==================== design 1
<file path="src/rtl/pipe_ctrl_unit.sv">
// pipe_ctrl_unit -- control path for a five-stage RV32I-style pipeline.
// Decodes the D-stage instruction fields into control signals, then
// carries them through the E, M and W stages. Branch resolution
// (pcsrc_e) is formed in E from the ALU flags.

module pipe_ctrl_unit #(
   parameter int ALUCTL_W = 4,
   parameter int EN_EXT   = 1
) (
   input  logic                clk,
   input  logic                rst,

   // D-stage instruction fields
   input  logic [6:0]          op,
   input  logic [2:0]          funct3,
   input  logic                funct7b5,

   // E-stage control and ALU flags
   input  logic                flush_e,
   input  logic                zero_e,
   input  logic                lt_e,
   input  logic                ltu_e,

   // D-stage combinational outputs
   output logic [2:0]          immsrc_d,
   output logic                illegal_d,

   // E-stage outputs
   output logic                regwrite_e,
   output logic [1:0]          resultsrc_e,
   output logic                memwrite_e,
   output logic                alusrc_e,
   output logic                alusrca_e,
   output logic [ALUCTL_W-1:0] alucontrol_e,
   output logic                jump_e,
   output logic                jalr_e,
   output logic                pcsrc_e,

   // M-stage outputs
   output logic                regwrite_m,
   output logic [1:0]          resultsrc_m,
   output logic                memwrite_m,

   // W-stage outputs
   output logic                regwrite_w,
   output logic [1:0]          resultsrc_w
);

   // Extensions (jalr, lui, auipc, non-beq branches) are either all
   // decoded or all rejected as illegal.
   localparam bit EXT_ON = (EN_EXT != 0);

   // Opcodes
   localparam logic [6:0] OP_LW    = 7'b0000011;
   localparam logic [6:0] OP_SW    = 7'b0100011;
   localparam logic [6:0] OP_R     = 7'b0110011;
   localparam logic [6:0] OP_I     = 7'b0010011;
   localparam logic [6:0] OP_B     = 7'b1100011;
   localparam logic [6:0] OP_JAL   = 7'b1101111;
   localparam logic [6:0] OP_JALR  = 7'b1100111;
   localparam logic [6:0] OP_LUI   = 7'b0110111;
   localparam logic [6:0] OP_AUIPC = 7'b0010111;

   // Immediate formats
   localparam logic [2:0] IMM_I = 3'b000;
   localparam logic [2:0] IMM_S = 3'b001;
   localparam logic [2:0] IMM_B = 3'b010;
   localparam logic [2:0] IMM_J = 3'b011;
   localparam logic [2:0] IMM_U = 3'b100;

   // ALU control codes
   localparam logic [3:0] ALU_ADD  = 4'b0000;
   localparam logic [3:0] ALU_SUB  = 4'b0001;
   localparam logic [3:0] ALU_AND  = 4'b0010;
   localparam logic [3:0] ALU_OR   = 4'b0011;
   localparam logic [3:0] ALU_XOR  = 4'b0100;
   localparam logic [3:0] ALU_SLT  = 4'b0101;
   localparam logic [3:0] ALU_SLL  = 4'b0110;
   localparam logic [3:0] ALU_SRL  = 4'b0111;
   localparam logic [3:0] ALU_SRA  = 4'b1000;
   localparam logic [3:0] ALU_SLTU = 4'b1001;

   // Result source select
   localparam logic [1:0] RES_ALU = 2'b00;
   localparam logic [1:0] RES_MEM = 2'b01;
   localparam logic [1:0] RES_PC4 = 2'b10;
   localparam logic [1:0] RES_IMM = 2'b11;

   // R-type and I-ALU share one funct3 table. Only R-type uses
   // funct7b5 to pick sub, because for addi bit 30 is part of the
   // immediate. For the shifts, both formats use it to pick sra.
   function automatic logic [3:0] alu_map(input logic [2:0] f3,
                                          input logic       f7,
                                          input logic       is_r);
      logic [3:0] code;
      case (f3)
         3'b000:  code = (is_r && f7) ? ALU_SUB : ALU_ADD;
         3'b001:  code = ALU_SLL;
         3'b010:  code = ALU_SLT;
         3'b011:  code = ALU_SLTU;
         3'b100:  code = ALU_XOR;
         3'b101:  code = f7 ? ALU_SRA : ALU_SRL;
         3'b110:  code = ALU_OR;
         default: code = ALU_AND;
      endcase
      return code;
   endfunction

   // Decoded D-stage controls
   logic       regwrite_d;
   logic [1:0] resultsrc_d;
   logic       memwrite_d;
   logic       alusrc_d;
   logic       alusrca_d;
   logic [3:0] alu_d;
   logic       jump_d;
   logic       jalr_d;
   logic       branch_d;

   // E-stage state that is not a port
   logic       branch_e;
   logic [2:0] br_f3_e;
   logic       br_cond;

   // Main decoder. Everything defaults to a bubble, and only legal
   // encodings turn enables on, so an illegal instruction needs no
   // separate clean-up path.
   always_comb begin
      regwrite_d  = 1'b0;
      resultsrc_d = RES_ALU;
      memwrite_d  = 1'b0;
      alusrc_d    = 1'b0;
      alusrca_d   = 1'b0;
      alu_d       = ALU_ADD;
      jump_d      = 1'b0;
      jalr_d      = 1'b0;
      branch_d    = 1'b0;
      immsrc_d    = IMM_I;
      illegal_d   = 1'b0;

      case (op)
         OP_LW: begin
            regwrite_d  = 1'b1;
            alusrc_d    = 1'b1;
            resultsrc_d = RES_MEM;
         end
         OP_SW: begin
            memwrite_d = 1'b1;
            alusrc_d   = 1'b1;
            immsrc_d   = IMM_S;
         end
         OP_R: begin
            regwrite_d = 1'b1;
            alu_d      = alu_map(funct3, funct7b5, 1'b1);
         end
         OP_I: begin
            regwrite_d = 1'b1;
            alusrc_d   = 1'b1;
            alu_d      = alu_map(funct3, funct7b5, 1'b0);
         end
         OP_B: begin
            if (funct3 == 3'b010 || funct3 == 3'b011 ||
                (!EXT_ON && funct3 != 3'b000)) begin
               illegal_d = 1'b1;
            end else begin
               branch_d = 1'b1;
               immsrc_d = IMM_B;
               alu_d    = ALU_SUB;
            end
         end
         OP_JAL: begin
            regwrite_d  = 1'b1;
            jump_d      = 1'b1;
            immsrc_d    = IMM_J;
            resultsrc_d = RES_PC4;
         end
         OP_JALR: begin
            if (EXT_ON && funct3 == 3'b000) begin
               regwrite_d  = 1'b1;
               jump_d      = 1'b1;
               jalr_d      = 1'b1;
               alusrc_d    = 1'b1;
               resultsrc_d = RES_PC4;
            end else begin
               illegal_d = 1'b1;
            end
         end
         OP_LUI: begin
            if (EXT_ON) begin
               regwrite_d  = 1'b1;
               immsrc_d    = IMM_U;
               resultsrc_d = RES_IMM;
            end else begin
               illegal_d = 1'b1;
            end
         end
         OP_AUIPC: begin
            if (EXT_ON) begin
               regwrite_d = 1'b1;
               immsrc_d   = IMM_U;
               alusrc_d   = 1'b1;
               alusrca_d  = 1'b1;
            end else begin
               illegal_d = 1'b1;
            end
         end
         default: illegal_d = 1'b1;
      endcase
   end

   // D-to-E register. Reset beats flush, and flush beats the decode.
   // Both load a bubble.
   always_ff @(posedge clk) begin
      if (rst || flush_e) begin
         regwrite_e   <= 1'b0;
         resultsrc_e  <= RES_ALU;
         memwrite_e   <= 1'b0;
         alusrc_e     <= 1'b0;
         alusrca_e    <= 1'b0;
         alucontrol_e <= '0;
         jump_e       <= 1'b0;
         jalr_e       <= 1'b0;
         branch_e     <= 1'b0;
         br_f3_e      <= 3'b000;
      end else begin
         regwrite_e   <= regwrite_d;
         resultsrc_e  <= resultsrc_d;
         memwrite_e   <= memwrite_d;
         alusrc_e     <= alusrc_d;
         alusrca_e    <= alusrca_d;
         alucontrol_e <= ALUCTL_W'(alu_d);
         jump_e       <= jump_d;
         jalr_e       <= jalr_d;
         branch_e     <= branch_d;
         br_f3_e      <= funct3;
      end
   end

   // Branch condition, chosen by the funct3 captured with the branch.
   // The codes 010 and 011 never get here as a live branch, so they
   // resolve to not-taken.
   always_comb begin
      br_cond = 1'b0;
      case (br_f3_e)
         3'b000:  br_cond = zero_e;
         3'b001:  br_cond = !zero_e;
         3'b100:  br_cond = lt_e;
         3'b101:  br_cond = !lt_e;
         3'b110:  br_cond = ltu_e;
         3'b111:  br_cond = !ltu_e;
         default: br_cond = 1'b0;
      endcase
   end

   assign pcsrc_e = jump_e | (branch_e & br_cond);

   // E-to-M register. It never stalls, and reset drops the
   // instruction that is in flight.
   always_ff @(posedge clk) begin
      if (rst) begin
         regwrite_m  <= 1'b0;
         resultsrc_m <= RES_ALU;
         memwrite_m  <= 1'b0;
      end else begin
         regwrite_m  <= regwrite_e;
         resultsrc_m <= resultsrc_e;
         memwrite_m  <= memwrite_e;
      end
   end

   // M-to-W register. It never stalls, and reset drops the
   // instruction that is in flight.
   always_ff @(posedge clk) begin
      if (rst) begin
         regwrite_w  <= 1'b0;
         resultsrc_w <= RES_ALU;
      end else begin
         regwrite_w  <= regwrite_m;
         resultsrc_w <= resultsrc_m;
      end
   end

endmodule

</file>
<file path="config.mk">
export PLATFORM = sky130hd
export DESIGN_NAME = pipe_ctrl_unit
export DESIGN_NICKNAME = d
export VERILOG_FILES = /design/src/rtl/pipe_ctrl_unit.sv
export SDC_FILE = /design/constraint.sdc
export NUM_CORES = 1
export LEC_CHECK = 0
export ABC_AREA = 1
export CELL_PAD_IN_SITES_DETAIL_PLACEMENT = 0
export CELL_PAD_IN_SITES_GLOBAL_PLACEMENT = 1
export CORE_MARGIN = 8
export CORE_UTILIZATION = 32
export DETAILED_ROUTE_END_ITERATION = 10
export PLACE_DENSITY_LB_ADDON = 0.1
export SETUP_SLACK_MARGIN = 0.5
export SLEW_MARGIN = 20
export SYNTH_ARGS = -nofsm -noshare
export SYNTH_HDL_FRONTEND = slang
export SYNTH_SLANG_ARGS = --single-unit
</file>
<file path="constraint.sdc">
create_clock -name clk -period 2.8 [get_ports clk]
set_input_delay 0.56 -clock clk [delete_from_list [all_inputs] [get_ports clk]]
set_output_delay 0.56 -clock clk [all_outputs]
set_load 0.1 [all_outputs]
</file>
==================== design 2
===== config.mk =====
export PLATFORM = sky130hd
export DESIGN_NAME = hdmi_line_fetch
export DESIGN_NICKNAME = d
export VERILOG_FILES = /design/src/rtl/hdmi_pkg.sv /design/src/rtl/hdmi_addr_calc.sv /design/src/rtl/hdmi_line_fetch.sv
export SDC_FILE = /design/constraint.sdc
export NUM_CORES = 1
export LEC_CHECK = 0
export ABC_CLOCK_PERIOD_IN_PS = 4800
export CAP_MARGIN = 5
export CORE_MARGIN = 8
export CORE_UTILIZATION = 55
export DETAILED_ROUTE_END_ITERATION = 10
export PLACE_DENSITY = 0.92
export REMOVE_ABC_BUFFERS = 1
export SLEW_MARGIN = 20
export SYNTH_ARGS = -nofsm -noshare
export SYNTH_HDL_FRONTEND = slang
export SYNTH_SLANG_ARGS = --single-unit

===== constraint.sdc =====
create_clock -name clk -period 4.8 [get_ports clk]
set_clock_uncertainty 0.15 [all_clocks]
set_input_delay 0.48 -clock clk [delete_from_list [all_inputs] [get_ports clk]]
set_output_delay 0.48 -clock clk [all_outputs]
set_load 0.01 [all_outputs]

===== src/rtl/hdmi_pkg.sv =====
// Shared types and constants for the HDMI line prefetch address generator.
package hdmi_pkg;

    typedef enum logic [1:0] {S_IDLE, S_WAIT, S_ISSUE} state_t;

    localparam int unsigned BYTES_PER_WORD = 4;
    // Wide enough for word and line counters up to 4095 plus one.
    localparam int unsigned CNT_W = 13;

endpackage


===== src/rtl/hdmi_addr_calc.sv =====
// Registered burst address: base + fb*FB_STRIDE + y*LINE_STRIDE + word*4, one cycle latency.
module hdmi_addr_calc
    import hdmi_pkg::*;
#(
    parameter logic [31:0] BASE_ADDR   = 32'h0000_0000,
    parameter logic [31:0] LINE_STRIDE = 32'h0000_0400,
    parameter logic [31:0] FB_STRIDE   = 32'h0010_0000
) (
    input  logic             clk,
    input  logic             rst,
    input  logic             en,
    input  logic [1:0]       fb,
    input  logic [CNT_W-1:0] y,
    input  logic [CNT_W-1:0] word,
    output logic [31:0]      addr
);

    logic [31:0] addr_d;

    always_comb begin
        addr_d = BASE_ADDR + 32'(fb) * FB_STRIDE + 32'(y) * LINE_STRIDE
               + 32'(word) * BYTES_PER_WORD;
    end

    always_ff @(posedge clk or posedge rst) begin
        if (rst) begin
            addr <= '0;
        end else if (en) begin
            addr <= addr_d;
        end
    end

endmodule


===== src/rtl/hdmi_line_fetch.sv =====
// Issues one image line of DRAM read bursts per prefetch_line over a kick/busy handshake.
module hdmi_line_fetch
    import hdmi_pkg::*;
#(
    parameter int unsigned X_SIZE      = 256,
    parameter int unsigned Y_SIZE      = 256,
    parameter int unsigned BURST_WORDS = 64,
    parameter logic [31:0] BASE_ADDR   = 32'h0000_0000,
    parameter logic [31:0] LINE_STRIDE = 32'h0000_0400,
    parameter logic [31:0] FB_STRIDE   = 32'h0010_0000,
    parameter int unsigned NUM_FB      = 2
) (
    input  logic        clk,
    input  logic        rst,
    input  logic        framestart,
    input  logic        prefetch_line,
    input  logic [1:0]  fb_sel,
    input  logic        busy,
    output logic        kick,
    output logic [31:0] read_addr,
    output logic [31:0] read_num,
    output logic [1:0]  cur_fb,
    output logic        line_done,
    output logic        frame_done,
    output logic        overrun
);

    localparam logic [CNT_W-1:0] LW     = CNT_W'(X_SIZE);
    localparam logic [CNT_W-1:0] BURST  = CNT_W'(BURST_WORDS);
    localparam logic [CNT_W-1:0] Y_END  = CNT_W'(Y_SIZE);
    localparam logic [1:0]       FB_MAX = 2'(NUM_FB - 1);

    state_t           state_q, state_d;
    logic [CNT_W-1:0] word_cnt_q, word_cnt_d, y_q, y_d, burst_q;
    logic [CNT_W-1:0] remain, burst_len, word_sum, y_inc;
    logic [1:0]       cur_fb_q, cur_fb_d, fb_clamped;
    logic             abort_q, abort_d, overrun_q, overrun_d;
    logic             line_done_q, line_done_d, frame_done_q, frame_done_d;
    logic             calc_en;

    assign fb_clamped = (fb_sel > FB_MAX) ? FB_MAX : fb_sel;
    assign remain     = LW - word_cnt_q;
    assign burst_len  = (remain < BURST) ? remain : BURST;
    assign word_sum   = word_cnt_q + burst_q;
    assign y_inc      = y_q + CNT_W'(1);
    // Freeze address and length while a burst is offered so they stay stable under kick.
    assign calc_en    = (state_q != S_ISSUE);

    hdmi_addr_calc #(
        .BASE_ADDR   (BASE_ADDR),
        .LINE_STRIDE (LINE_STRIDE),
        .FB_STRIDE   (FB_STRIDE)
    ) u_addr_calc (
        .clk  (clk),
        .rst  (rst),
        .en   (calc_en),
        .fb   (cur_fb_q),
        .y    (y_q),
        .word (word_cnt_q),
        .addr (read_addr)
    );

    always_ff @(posedge clk or posedge rst) begin
        if (rst) begin
            state_q      <= S_IDLE;
            word_cnt_q   <= '0;
            y_q          <= '0;
            cur_fb_q     <= '0;
            abort_q      <= 1'b0;
            overrun_q    <= 1'b0;
            line_done_q  <= 1'b0;
            frame_done_q <= 1'b0;
            burst_q      <= '0;
        end else begin
            state_q      <= state_d;
            word_cnt_q   <= word_cnt_d;
            y_q          <= y_d;
            cur_fb_q     <= cur_fb_d;
            abort_q      <= abort_d;
            overrun_q    <= overrun_d;
            line_done_q  <= line_done_d;
            frame_done_q <= frame_done_d;
            if (calc_en) begin
                burst_q <= burst_len;
            end
        end
    end

    always_comb begin
        state_d      = state_q;
        word_cnt_d   = word_cnt_q;
        y_d          = y_q;
        cur_fb_d     = cur_fb_q;
        abort_d      = abort_q;
        overrun_d    = overrun_q;
        line_done_d  = 1'b0;
        frame_done_d = 1'b0;

        if (prefetch_line && state_q != S_IDLE) begin
            overrun_d = 1'b1;
        end
        if (framestart) begin
            y_d      = '0;
            cur_fb_d = fb_clamped;
        end

        unique case (state_q)
            S_IDLE: begin
                if (!framestart && prefetch_line && y_q < Y_END) begin
                    word_cnt_d = '0;
                    state_d    = S_WAIT;
                end
            end
            S_WAIT: begin
                if (framestart) begin
                    state_d = S_IDLE;
                end else if (!busy) begin
                    state_d = S_ISSUE;
                end
            end
            S_ISSUE: begin
                // A framestart here is remembered; the pending burst still completes its handshake.
                if (framestart) begin
                    abort_d = 1'b1;
                end
                if (busy) begin
                    word_cnt_d = word_sum;
                    abort_d    = 1'b0;
                    if (abort_q || framestart) begin
                        state_d = S_IDLE;
                    end else if (word_sum == LW) begin
                        line_done_d  = 1'b1;
                        y_d          = y_inc;
                        frame_done_d = (y_inc == Y_END);
                        state_d      = S_IDLE;
                    end else begin
                        state_d = S_WAIT;
                    end
                end
            end
            default: state_d = S_IDLE;
        endcase
    end

    always_comb begin
        kick       = (state_q == S_ISSUE);
        read_num   = {{(32 - CNT_W){1'b0}}, burst_q};
        cur_fb     = cur_fb_q;
        line_done  = line_done_q;
        frame_done = frame_done_q;
        overrun    = overrun_q;
    end

endmodule


design_2/congestion.png
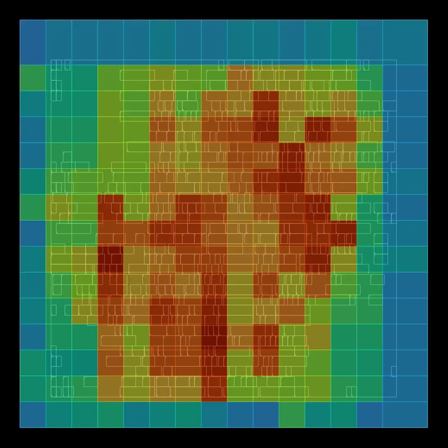
most congested layer reported by global routing: met2
final core occ: 0.645
met2 routing resource usage after global routing: 0.320
routed length per placed instance: 16.5 µm

==> flow.log, design 2 <==
[metrics] run summary
[metrics] Final nets: 594
[metrics] Clock transition at path regs: 0.08 ns
[metrics] run status: complete, no violations
[metrics] residual overflow from global routing: 0
[metrics] post-route worst hold slack: 0.318 ns
[metrics] TritonCTS clock tree: done
[metrics] Reg area: 1750 µm²
[metrics] Largest register FFs: 23
[metrics] global-route track usage on met1: 0.250
[metrics] worst-skew pair later-pin latency: 0.36 ns
[metrics] maximum number of pins on one net before global-route repair: 49
[metrics] die height: 109 µm
[metrics] remaining antenna violation count after routing: 0
[metrics] area of the core: 8260 µm²
[metrics] synth top area cells: sky130_fd_sc_hd__dfrtp_1 37%, sky130_fd_sc_hd__ha_1 5.8%, sky130_fd_sc_hd__nand2_1 4.9%, sky130_fd_sc_hd__buf_4 4.8%, sky130_fd_sc_hd__nor2_1 4.0%
[metrics] total clock buffers created by CTS: 9
[metrics] synthesis warning total: 0
[metrics] number of diodes added for antenna fixing: 0
[metrics] share of final-layout standard cells stronger than drive strength 1: 0.0776
[metrics] most numerous logic cells after layout: 70 x sky130_fd_sc_hd__dfrtp_1, 62 x sky130_fd_sc_hd__nand2_1, 50 x sky130_fd_sc_hd__nor2_1, 48 x sky130_fd_sc_hd__clkdlybuf4s50_1
[metrics] Worst Setup Start Kind: flop
design 2: power breakdown:
part | internal, mW | switching (mW)
Combinational | 0.0429 | 0.0773
Sequential | 0.603 | 0.0154
Clock | 0.241 | 0.239
design 2: cell families after synthesis:
group | after synthesis
simple gates | 211
mux | 14
compound gates | 104
xor+xnor | 25
flops | 70
fa+ha+maj | 25
buf+inv | 76
other cells | 1
design 2: cell type report:
type | instances | area share
clock inverter | 7 | 0.0136
timing repair buffer | 53 | 0.0972
clock buffer | 9 | 0.0232
inverter | 21 | 0.0148
tap | 105 | 0.0247
sequential | 70 | 0.329
multi-input combinational | 407 | 0.498
design_1/layer_met1.png
Supply wires on this layer in gray.
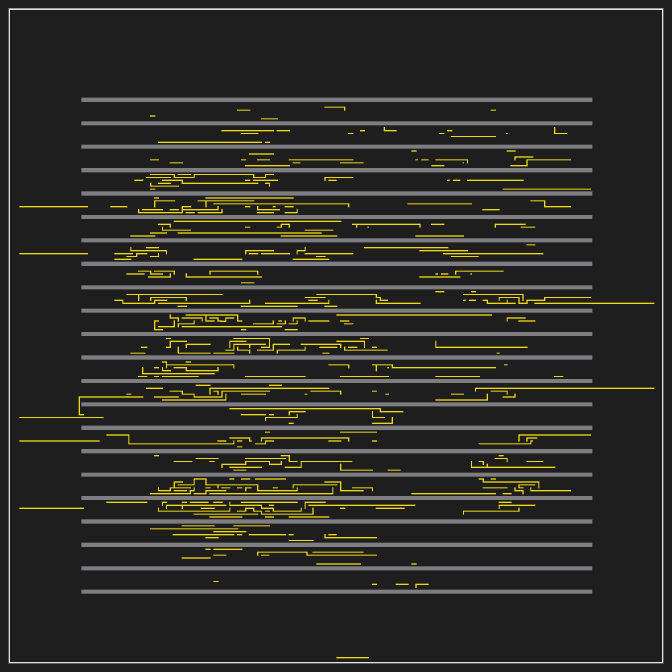
nets with wire on the layer: 197
share of all routed wire: 45%
main direction: horizontal

design_1/placement_by_type.png
Scale bar: 20 µm. Fill, decap, tap and diode cells in gray.
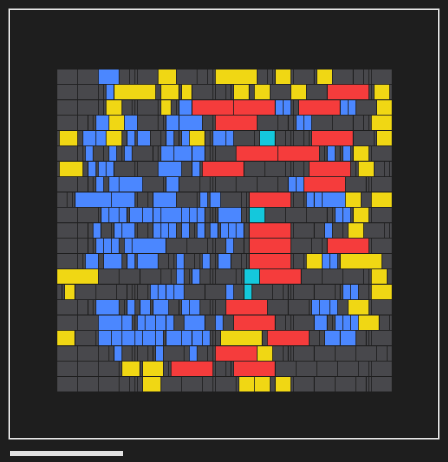
[other buffers and delay cells] yellow | cells: 44 | share of their area: 26%
[clock drivers and dummy loads] cyan | cells: 4 | share of their area: 1.6%
[combinational and other logic] blue | cells: 134 | share of their area: 44%
[flops] red | cells: 23 | share of their area: 29%

==> flow.log, design 1 <==
[metrics] run summary
[metrics] DIE WIDTH: 75.7 µm
[metrics] Clk network pwr share: 0.244
[metrics] end of the worst register-to-register path: resultsrc_m[0]
[metrics] worst setup path endpoint: pcsrc_e
[metrics] Flop Count: 23
[metrics] total clock buffers created by CTS: 3
[metrics] xor/xnor share: 0
[metrics] Signal inverters: 27
[metrics] Worst Setup Start Kind: input pin
[metrics] proportion of power drawn by flip-flops and latches: 0.575
[metrics] run status: complete, no violations
[metrics] basic-gate share of the synthesized area counting and, or, nand and nor cells: 0.428
[metrics] AND-OR/OR-AND Cells, Area Fraction: 0.0515
[metrics] Top-Level Pins: 41
[metrics] number of diodes added for antenna fixing: 0
[metrics] power density of the placed cells: 346 nW/µm²
[metrics] hold crit path type: flop to flop
[metrics] data arrival at the endpoint of the critical path: 1.65 ns
[metrics] count of H-tree levels built during CTS: 1
[design 1: timing repair]
action | in CTS | in global routing
hold buffers | 0 | 0
buffers inserted | 4 | 0
pin swaps | 3 | 0
gates resized | 31 | 6
endpoints found under the setup margin | 3 | 3
cloned | 0 | 0
[design 1: critical path: cells and delay by family]
kind | cells | cell delay [ns]
buffers and inverters | 2 | 0.64
and+or+nand+nor | 5 | 0.38
AOI/OAI and AO/OA | 1 | 0.06
[design 1: metal layers]
metal,track usage,up-vias,part of all wire
met5,0,-,0
met4,0.0512,0,0.012
met3,0.0145,2,0.062
met2,0.173,25,0.47
met1,0.124,474,0.45
li1,-,580,-

==================== design 3
File: src/rtl/fcmp_wb_stage_if.sv
// ============================================================================
// fcmp_wb_stage_if : compare-unit / register-file / CSR signal bundle
// Rev 1.0
// ============================================================================
`default_nettype none

interface fcmp_wb_stage_if #(
  parameter int RD_W  = 5,
  parameter int CNT_W = 8
);
  logic             in_valid;
  logic             in_ready;
  logic [31:0]      in_res;
  logic             in_inf;
  logic             in_nan;
  logic [RD_W-1:0]  in_rd;
  logic             out_valid;
  logic             out_ready;
  logic [31:0]      out_data;
  logic [RD_W-1:0]  out_rd;
  logic             flag_clr;
  logic             flag_nv;
  logic             flag_inf;
  logic [CNT_W-1:0] nan_count;

  modport slave (
    input  in_valid, in_res, in_inf, in_nan, in_rd, out_ready, flag_clr,
    output in_ready, out_valid, out_data, out_rd, flag_nv, flag_inf, nan_count
  );

  modport master (
    output in_valid, in_res, in_inf, in_nan, in_rd, out_ready, flag_clr,
    input  in_ready, out_valid, out_data, out_rd, flag_nv, flag_inf, nan_count
  );
endinterface

`default_nettype wire

File: src/rtl/fcmp_wb_stage.sv
// ============================================================================
// fcmp_wb_stage : FP compare writeback FIFO with sticky flags and NaN counter
// Rev 1.0
// ============================================================================
`default_nettype none

module fcmp_wb_stage #(
  parameter int DEPTH = 2,
  parameter int RD_W  = 5,
  parameter int CNT_W = 8
) (
  input  logic           clock,
  input  logic           reset_n,
  fcmp_wb_stage_if.slave bus
);

  localparam int               PTR_W     = (DEPTH > 1) ? $clog2(DEPTH) : 1;
  localparam logic [PTR_W:0]   C_FULL    = (PTR_W + 1)'(DEPTH);
  localparam logic [CNT_W-1:0] C_CNT_MAX = '1;

  logic [PTR_W-1:0] wr_ptr_q, wr_ptr_d;
  logic [PTR_W-1:0] rd_ptr_q, rd_ptr_d;
  logic [PTR_W:0]   occ_q, occ_d;
  logic [DEPTH-1:0] res_q;
  logic [RD_W-1:0]  rd_q [DEPTH];
  logic             nv_q, nv_d;
  logic             inf_q, inf_d;
  logic [CNT_W-1:0] cnt_q, cnt_d;

  logic             w_full;
  logic             w_empty;
  logic             w_push;
  logic             w_pop;
  logic             w_res_bit;
  logic [CNT_W-1:0] w_cnt_base;
  logic             w_unused_res;

  assign w_unused_res = ^bus.in_res[31:1];

  always_comb begin
    w_full     = (occ_q == C_FULL);
    w_empty    = (occ_q == '0);
    w_push     = bus.in_valid && !w_full;
    w_pop      = bus.out_ready && !w_empty;
    // An unordered compare always reports false
    w_res_bit  = bus.in_nan ? 1'b0 : bus.in_res[0];

    wr_ptr_d   = w_push ? wr_ptr_q + PTR_W'(1) : wr_ptr_q;
    rd_ptr_d   = w_pop  ? rd_ptr_q + PTR_W'(1) : rd_ptr_q;

    occ_d      = occ_q;
    if (w_push && !w_pop) begin
      occ_d = occ_q + (PTR_W + 1)'(1);
    end else if (w_pop && !w_push) begin
      occ_d = occ_q - (PTR_W + 1)'(1);
    end

    // Clear takes effect before a same-cycle push so that event is kept
    nv_d       = bus.flag_clr ? 1'b0 : nv_q;
    inf_d      = bus.flag_clr ? 1'b0 : inf_q;
    w_cnt_base = bus.flag_clr ? '0 : cnt_q;
    cnt_d      = w_cnt_base;
    if (w_push) begin
      nv_d  = nv_d  | bus.in_nan;
      inf_d = inf_d | bus.in_inf;
      if (bus.in_nan && (w_cnt_base != C_CNT_MAX)) begin
        cnt_d = w_cnt_base + CNT_W'(1);
      end
    end
  end

  always_ff @(posedge clock or negedge reset_n) begin
    if (!reset_n) begin
      wr_ptr_q <= '0;
      rd_ptr_q <= '0;
      occ_q    <= '0;
      res_q    <= '0;
      nv_q     <= 1'b0;
      inf_q    <= 1'b0;
      cnt_q    <= '0;
      for (int i = 0; i < DEPTH; i++) begin
        rd_q[i] <= '0;
      end
    end else begin
      wr_ptr_q <= wr_ptr_d;
      rd_ptr_q <= rd_ptr_d;
      occ_q    <= occ_d;
      nv_q     <= nv_d;
      inf_q    <= inf_d;
      cnt_q    <= cnt_d;
      if (w_push) begin
        res_q[wr_ptr_q] <= w_res_bit;
        rd_q[wr_ptr_q]  <= bus.in_rd;
      end
    end
  end

  assign bus.in_ready  = !w_full;
  assign bus.out_valid = !w_empty;
  assign bus.out_data  = {31'b0, res_q[rd_ptr_q] & !w_empty};
  assign bus.out_rd    = w_empty ? '0 : rd_q[rd_ptr_q];
  assign bus.flag_nv   = nv_q;
  assign bus.flag_inf  = inf_q;
  assign bus.nan_count = cnt_q;

endmodule

`default_nettype wire

File: src/flat_wrapper.sv
// flat-port wrapper written by rule: the top's interface ports become plain ports
module fcmp_wb_stage_flat 
#(
  parameter int DEPTH = 2,
  parameter int RD_W  = 5,
  parameter int CNT_W = 8
)
  (clock, reset_n, bus_in_valid, bus_in_res, bus_in_inf, bus_in_nan, bus_in_rd, bus_out_ready, bus_flag_clr, bus_in_ready, bus_out_valid, bus_out_data, bus_out_rd, bus_flag_nv, bus_flag_inf, bus_nan_count);
  fcmp_wb_stage_if #(.RD_W(RD_W), .CNT_W(CNT_W)) bus_i ();
  input  logic clock;
  input  logic reset_n;
  input wire logic [$bits(bus_i.in_valid)-1:0] bus_in_valid;
  input wire logic [$bits(bus_i.in_res)-1:0] bus_in_res;
  input wire logic [$bits(bus_i.in_inf)-1:0] bus_in_inf;
  input wire logic [$bits(bus_i.in_nan)-1:0] bus_in_nan;
  input wire logic [$bits(bus_i.in_rd)-1:0] bus_in_rd;
  input wire logic [$bits(bus_i.out_ready)-1:0] bus_out_ready;
  input wire logic [$bits(bus_i.flag_clr)-1:0] bus_flag_clr;
  output wire logic [$bits(bus_i.in_ready)-1:0] bus_in_ready;
  output wire logic [$bits(bus_i.out_valid)-1:0] bus_out_valid;
  output wire logic [$bits(bus_i.out_data)-1:0] bus_out_data;
  output wire logic [$bits(bus_i.out_rd)-1:0] bus_out_rd;
  output wire logic [$bits(bus_i.flag_nv)-1:0] bus_flag_nv;
  output wire logic [$bits(bus_i.flag_inf)-1:0] bus_flag_inf;
  output wire logic [$bits(bus_i.nan_count)-1:0] bus_nan_count;
  assign bus_i.in_valid = bus_in_valid;
  assign bus_i.in_res = bus_in_res;
  assign bus_i.in_inf = bus_in_inf;
  assign bus_i.in_nan = bus_in_nan;
  assign bus_i.in_rd = bus_in_rd;
  assign bus_i.out_ready = bus_out_ready;
  assign bus_i.flag_clr = bus_flag_clr;
  assign bus_in_ready = bus_i.in_ready;
  assign bus_out_valid = bus_i.out_valid;
  assign bus_out_data = bus_i.out_data;
  assign bus_out_rd = bus_i.out_rd;
  assign bus_flag_nv = bus_i.flag_nv;
  assign bus_flag_inf = bus_i.flag_inf;
  assign bus_nan_count = bus_i.nan_count;
  fcmp_wb_stage #(.DEPTH(DEPTH), .RD_W(RD_W), .CNT_W(CNT_W)) u_core (.clock(clock), .reset_n(reset_n), .bus(bus_i));
endmodule
File: config.mk
export PLATFORM = sky130hd
export DESIGN_NAME = fcmp_wb_stage_flat
export DESIGN_NICKNAME = d
export VERILOG_FILES = /design/src/rtl/fcmp_wb_stage_if.sv /design/src/rtl/fcmp_wb_stage.sv /design/src/flat_wrapper.sv
export SDC_FILE = /design/constraint.sdc
export NUM_CORES = 1
export LEC_CHECK = 0
export ABC_AREA = 1
export CELL_PAD_IN_SITES_DETAIL_PLACEMENT = 1
export CELL_PAD_IN_SITES_GLOBAL_PLACEMENT = 1
export CORE_ASPECT_RATIO = 1.75
export CORE_MARGIN = 5
export CORE_UTILIZATION = 29
export CTS_BUF_LIST = sky130_fd_sc_hd__clkbuf_4 sky130_fd_sc_hd__clkbuf_8
export DETAILED_ROUTE_END_ITERATION = 12
export HOLD_SLACK_MARGIN = 0.1
export PLACE_DENSITY_LB_ADDON = 0.3
export SYNTH_ARGS = -nofsm -noshare
export SYNTH_HDL_FRONTEND = slang
export SYNTH_SLANG_ARGS = --single-unit
File: constraint.sdc
create_clock -name clock -period 2.9 [get_ports clock]
set_input_delay 0.435 -clock clock [delete_from_list [all_inputs] [get_ports clock]]
set_output_delay 0.435 -clock clock [all_outputs]
set_load 0.01 [all_outputs]
==================== design 4
==> src/rtl/addsub_pkg.sv <==
// Shared types and helpers for the add/sub round-robin scheduler.
// State encoding, operation modes and the id-width helper.
package addsub_pkg;

  typedef enum logic [1:0] {
    IDLE,
    EXEC,
    RESP
  } state_t;

  localparam logic MODE_ADD = 1'b0;
  localparam logic MODE_SUB = 1'b1;

  // Index width; a single requester still needs a 1-bit id.
  function automatic int clog2(input int n);
    return (n <= 1) ? 1 : $clog2(n);
  endfunction

endpackage

==> src/rtl/rr_arbiter.sv <==
// Combinational round-robin arbiter.
// Picks the first set req at or after ptr, wrapping upward.
module rr_arbiter #(
  parameter int N_REQ = 4,
  parameter int PW    = 2
) (
  input  logic [N_REQ-1:0] req,
  input  logic [PW-1:0]    ptr,
  input  logic             en,
  output logic [N_REQ-1:0] gnt
);

  logic [N_REQ-1:0] w_mask;
  logic [N_REQ-1:0] w_hi;
  logic [N_REQ-1:0] w_sel;

  // Requests at or above ptr win; otherwise fall back to the wrap-around set.
  assign w_mask = ~((N_REQ'(1) << ptr) - N_REQ'(1));
  assign w_hi   = req & w_mask;
  assign w_sel  = (|w_hi) ? w_hi : req;
  assign gnt    = en ? (w_sel & (~w_sel + N_REQ'(1))) : '0;

endmodule

==> src/rtl/addsub_rr_scheduler.sv <==
// One shared add/sub unit, round-robin among N_REQ requesters.
// One op in flight; registered result with valid/ready backpressure.
module addsub_rr_scheduler
  import addsub_pkg::*;
#(
  parameter  int N_REQ = 4,
  parameter  int WIDTH = 4,
  localparam int IDW   = clog2(N_REQ)
) (
  input  logic                   clk,
  input  logic                   rst,
  input  logic [N_REQ-1:0]       req,
  input  logic [N_REQ*WIDTH-1:0] a_in,
  input  logic [N_REQ*WIDTH-1:0] b_in,
  input  logic [N_REQ-1:0]       mode_in,
  output logic [N_REQ-1:0]       gnt,
  output logic                   busy,
  output logic                   rsp_valid,
  input  logic                   rsp_ready,
  output logic [IDW-1:0]         rsp_id,
  output logic [WIDTH-1:0]       rsp_result,
  output logic                   rsp_cb
);

  state_t           r_state;
  state_t           w_next;
  logic [IDW-1:0]   r_ptr;
  logic [IDW-1:0]   r_id;
  logic [WIDTH-1:0] r_a;
  logic [WIDTH-1:0] r_b;
  logic             r_mode;
  logic [N_REQ-1:0] w_gnt;
  logic [IDW-1:0]   w_win_id;
  logic [WIDTH-1:0] w_a;
  logic [WIDTH-1:0] w_b;
  logic             w_mode;
  logic [IDW-1:0]   w_ptr_nxt;
  logic [WIDTH:0]   w_sum;
  logic             w_hs;

  rr_arbiter #(
    .N_REQ(N_REQ),
    .PW   (IDW)
  ) u_arb (
    .req(req),
    .ptr(r_ptr),
    .en (r_state == IDLE),
    .gnt(w_gnt)
  );

  assign gnt  = w_gnt;
  assign busy = (r_state != IDLE);
  assign w_hs = rsp_valid && rsp_ready;

  always_comb begin
    w_win_id = '0;
    w_a      = '0;
    w_b      = '0;
    w_mode   = MODE_ADD;
    for (int i = 0; i < N_REQ; i++) begin
      if (w_gnt[i]) begin
        w_win_id = IDW'(i);
        w_a      = a_in[i*WIDTH +: WIDTH];
        w_b      = b_in[i*WIDTH +: WIDTH];
        w_mode   = mode_in[i];
      end
    end
  end

  // Subtract as A + ~B + 1 so the top bit reads as "no borrow".
  assign w_sum = {1'b0, r_a}
               + {1'b0, (r_mode == MODE_SUB) ? ~r_b : r_b}
               + {{WIDTH{1'b0}}, r_mode};

  assign w_ptr_nxt = (r_id == IDW'(N_REQ - 1)) ? '0 : r_id + 1'b1;

  always_ff @(posedge clk) begin
    if (rst) r_state <= IDLE;
    else     r_state <= w_next;
  end

  always_comb begin
    w_next = r_state;
    unique case (r_state)
      IDLE:    if (|req) w_next = EXEC;
      EXEC:    w_next = RESP;
      RESP:    if (w_hs) w_next = IDLE;
      default: w_next = IDLE;
    endcase
  end

  always_ff @(posedge clk) begin
    if (rst) begin
      r_ptr      <= '0;
      r_id       <= '0;
      r_a        <= '0;
      r_b        <= '0;
      r_mode     <= MODE_ADD;
      rsp_valid  <= 1'b0;
      rsp_id     <= '0;
      rsp_result <= '0;
      rsp_cb     <= 1'b0;
    end else begin
      unique case (r_state)
        IDLE: begin
          if (|req) begin
            r_id   <= w_win_id;
            r_a    <= w_a;
            r_b    <= w_b;
            r_mode <= w_mode;
          end
        end
        EXEC: begin
          rsp_valid  <= 1'b1;
          rsp_id     <= r_id;
          rsp_result <= w_sum[WIDTH-1:0];
          rsp_cb     <= w_sum[WIDTH];
        end
        RESP: begin
          if (w_hs) begin
            rsp_valid <= 1'b0;
            r_ptr     <= w_ptr_nxt;
          end
        end
        default: ;
      endcase
    end
  end

endmodule
==> config.mk <==
export PLATFORM = sky130hd
export DESIGN_NAME = addsub_rr_scheduler
export DESIGN_NICKNAME = d
export VERILOG_FILES = /design/src/rtl/addsub_pkg.sv /design/src/rtl/rr_arbiter.sv /design/src/rtl/addsub_rr_scheduler.sv
export SDC_FILE = /design/constraint.sdc
export NUM_CORES = 1
export LEC_CHECK = 0
export CAP_MARGIN = 0
export CORE_UTILIZATION = 40
export DETAILED_ROUTE_END_ITERATION = 10
export PLACE_DENSITY = 0.79
export SLEW_MARGIN = 20
export SYNTH_ARGS = -nofsm -noshare
export SYNTH_HDL_FRONTEND = slang
export SYNTH_SLANG_ARGS = --single-unit
==> constraint.sdc <==
create_clock -name clk -period 1.9 [get_ports clk]
set_input_delay 0.285 -clock clk [delete_from_list [all_inputs] [get_ports clk]]
set_output_delay 0.285 -clock clk [all_outputs]
set_load 0.005 [all_outputs]
design_3/cell_density.png
7 x 11 tiles, from white (low) to dark blue (high), 0 to 100% covered.
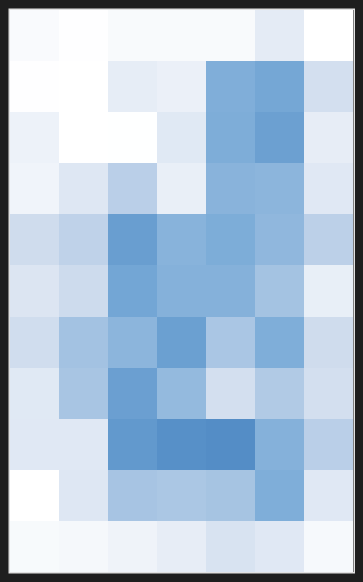
mean over tiles: 26%
densest ninth of the die: middle
fullest tile: 62%
nearly empty tiles: 9.1%

==> flow.log, design 3 <==
[metrics] run summary
[metrics] cell area after synthesis: 1600 µm²
[metrics] final-report hold violation count: 0
[metrics] number of warnings the tools reported: 57
[metrics] final setup violation count: 0
[metrics] CP delay by family, top: buffers and inverters
[metrics] routed length on met3: 204 µm
[metrics] post-synthesis to final-layout area growth: 20.3%
[metrics] Initial Utilization: 0.302
[metrics] Met1 Routed Length: 1480 µm
[metrics] Max Transition Viols Final: 0
[metrics] cts hold-fix bufs: 0
[metrics] internal portion of total power: 955 µW
[metrics] worst voltage drop across the vdd grid: 0.000278 V
[metrics] worst-skew pair later-pin latency: 0.27 ns
[metrics] area of the core: 5300 µm²
[metrics] Non-clock buffering overhead: 0.160
[metrics] Sw Share: 0.365
[metrics] number of DRC markers after the initial detailed-route iteration: 42
[metrics] Top-Level Pins: 93
[metrics] number of cells on the critical path: 5
[metrics] run status: complete, no violations
[metrics] post-detailed-placement half-perimeter wirelength: 2910 µm
[metrics] Yosys Instances: 196
[metrics] wire length of the first global-routing pass: 6190 µm
[metrics] overall die area: 7150 µm²
[metrics] nature of the critical path endpoint: primary output
[metrics] Net Sw Power: 548 µW
[metrics] logic gate fraction of the total cell area: 0.361
[metrics] multiplexer share of the synthesized area: 0
design 3: worst min-delay path by stage:
stage	start	to	slack, ns	cells past startpoint
floorplan	reset_n	u_core.bus.flag_inf	0.14	0
global placement	u_core.res_q[1]	u_core.res_q[1]	0.45	2
detailed placement	u_core.res_q[1]	u_core.res_q[1]	0.47	2
CTS	u_core.res_q[1]	u_core.res_q[1]	0.49	2
global route	u_core.occ_q[0]	u_core.occ_q[0]	0.52	1
finish	u_core.res_q[1]	u_core.res_q[1]	0.48	2
design_4/congestion.png
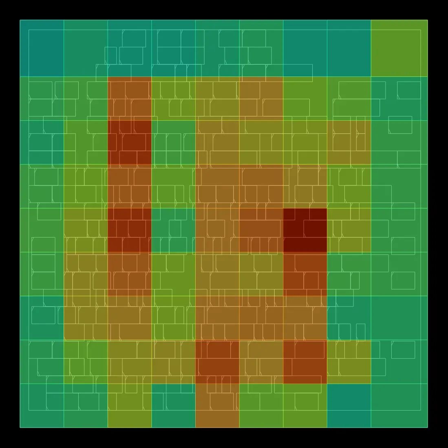
routing usage on met3: 0.0179
combined global-route utilization of all metal layers: 0.198
most congested layer reported by global routing: met2
final core occ: 0.647

==> flow.log, design 4 <==
[metrics] run summary
[metrics] slew at the pin with the worst max-slew slack: 0.420 ns
[metrics] run status: complete, no violations
[metrics] Non-clock buffering overhead: 0.309
[metrics] DIE WIDTH: 64.1 µm
[metrics] die height: 64.1 µm
[metrics] nature of the critical path endpoint: primary output
[metrics] async set or reset register ratio after synthesis: 0
[metrics] fraction of area in clock buffers and inverters: 0.0194
[metrics] residual overflow from global routing: 0
[metrics] PostCTS Resize Cnt: 12
[metrics] clock root buffer: sky130_fd_sc_hd__clkbuf_8
[metrics] most common cell in the synthesized netlist: sky130_fd_sc_hd__nor2_1
[metrics] wire length of the first global-routing pass: 6450 µm
[metrics] post-synthesis to final-layout area growth: 54.7%
[metrics] synth top area cells: sky130_fd_sc_hd__dfxtp_1 30%, sky130_fd_sc_hd__mux2i_1 9.7%, sky130_fd_sc_hd__nor2_1 6.3%, sky130_fd_sc_hd__a21oi_1 6.2%, sky130_fd_sc_hd__o211ai_1 4.4%
[design 4: cells by family after synthesis]
logic type               count (synthesis)  synth area share
AND-OR/OR-AND                           67             0.300
XOR/XNOR                                 6            0.0341
adder cells (fa/ha/maj)                  5            0.0454
buffers and inverters                   17            0.0454
flip-flops                              23             0.298
multiplexers                            16             0.105
AND/OR/NAND/NOR                         54             0.172
[design 4: power breakdown]
group | switching, mW | total, mW | internal [mW]
Clock | 0.155 | 0.301 | 0.147
Sequential | 0.0429 | 0.582 | 0.539
Combinational | 0.252 | 0.580 | 0.327


==> notes/layouts.md <==
Pictures saved along the way, in no particular order.

Metal 1.
Supply wires on this layer in gray.
(a)
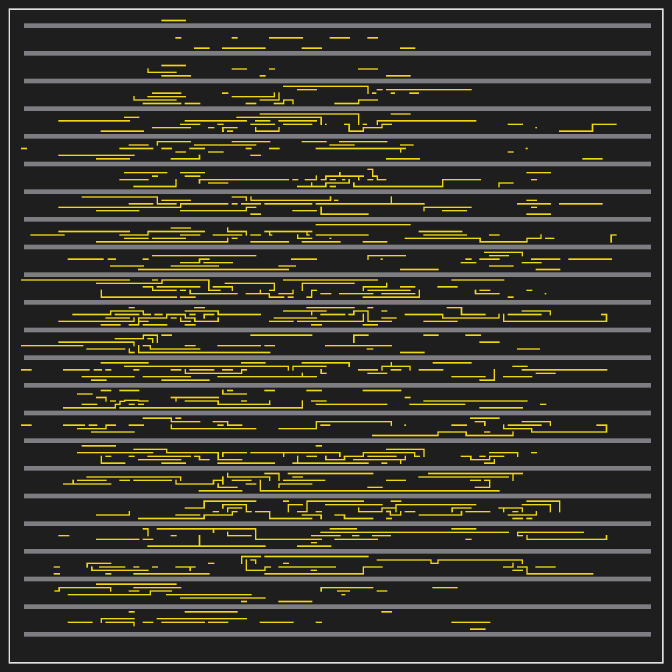
(b)
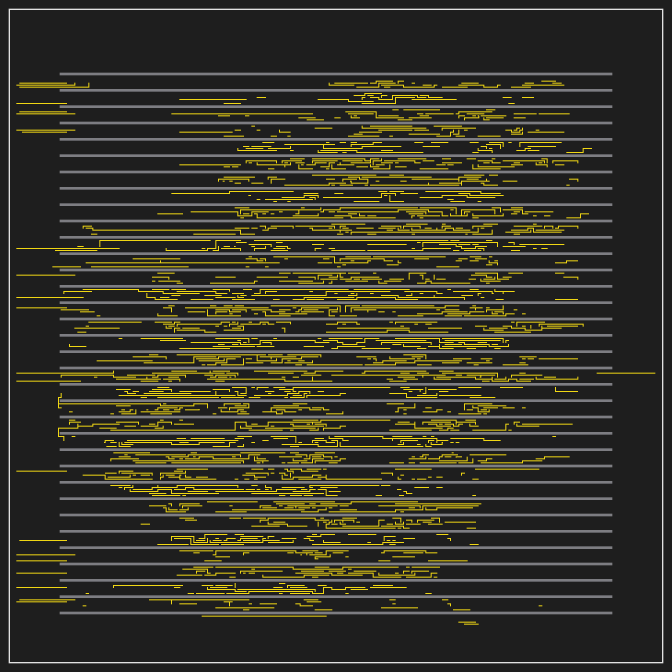
(c)
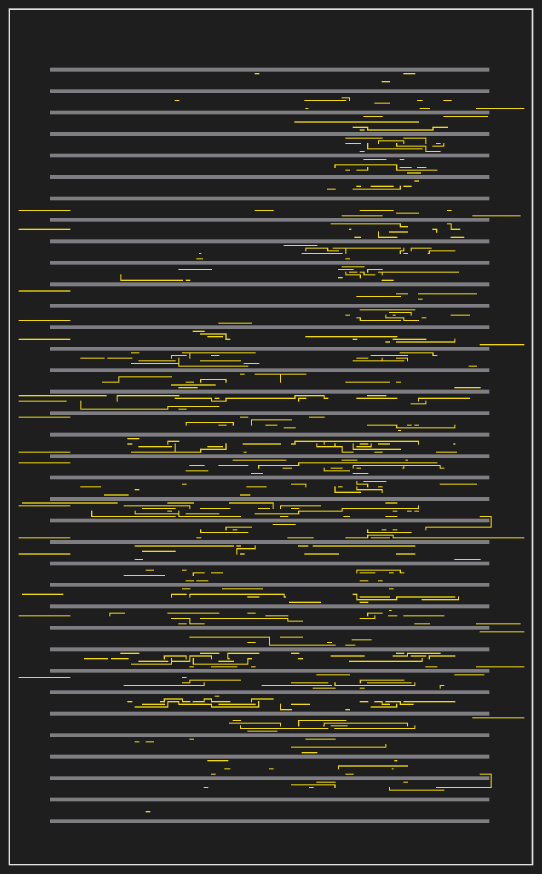
design 3 -> (c)
design 4 -> (a)
design 2 -> (b)

Key to (b):
main direction: horizontal
nets with wire on the layer: 531
longest straight run: 32.2 µm
share of all routed wire: 44%
wire length on this layer: 4,840 µm

Power and IR drop assume default switching activity.
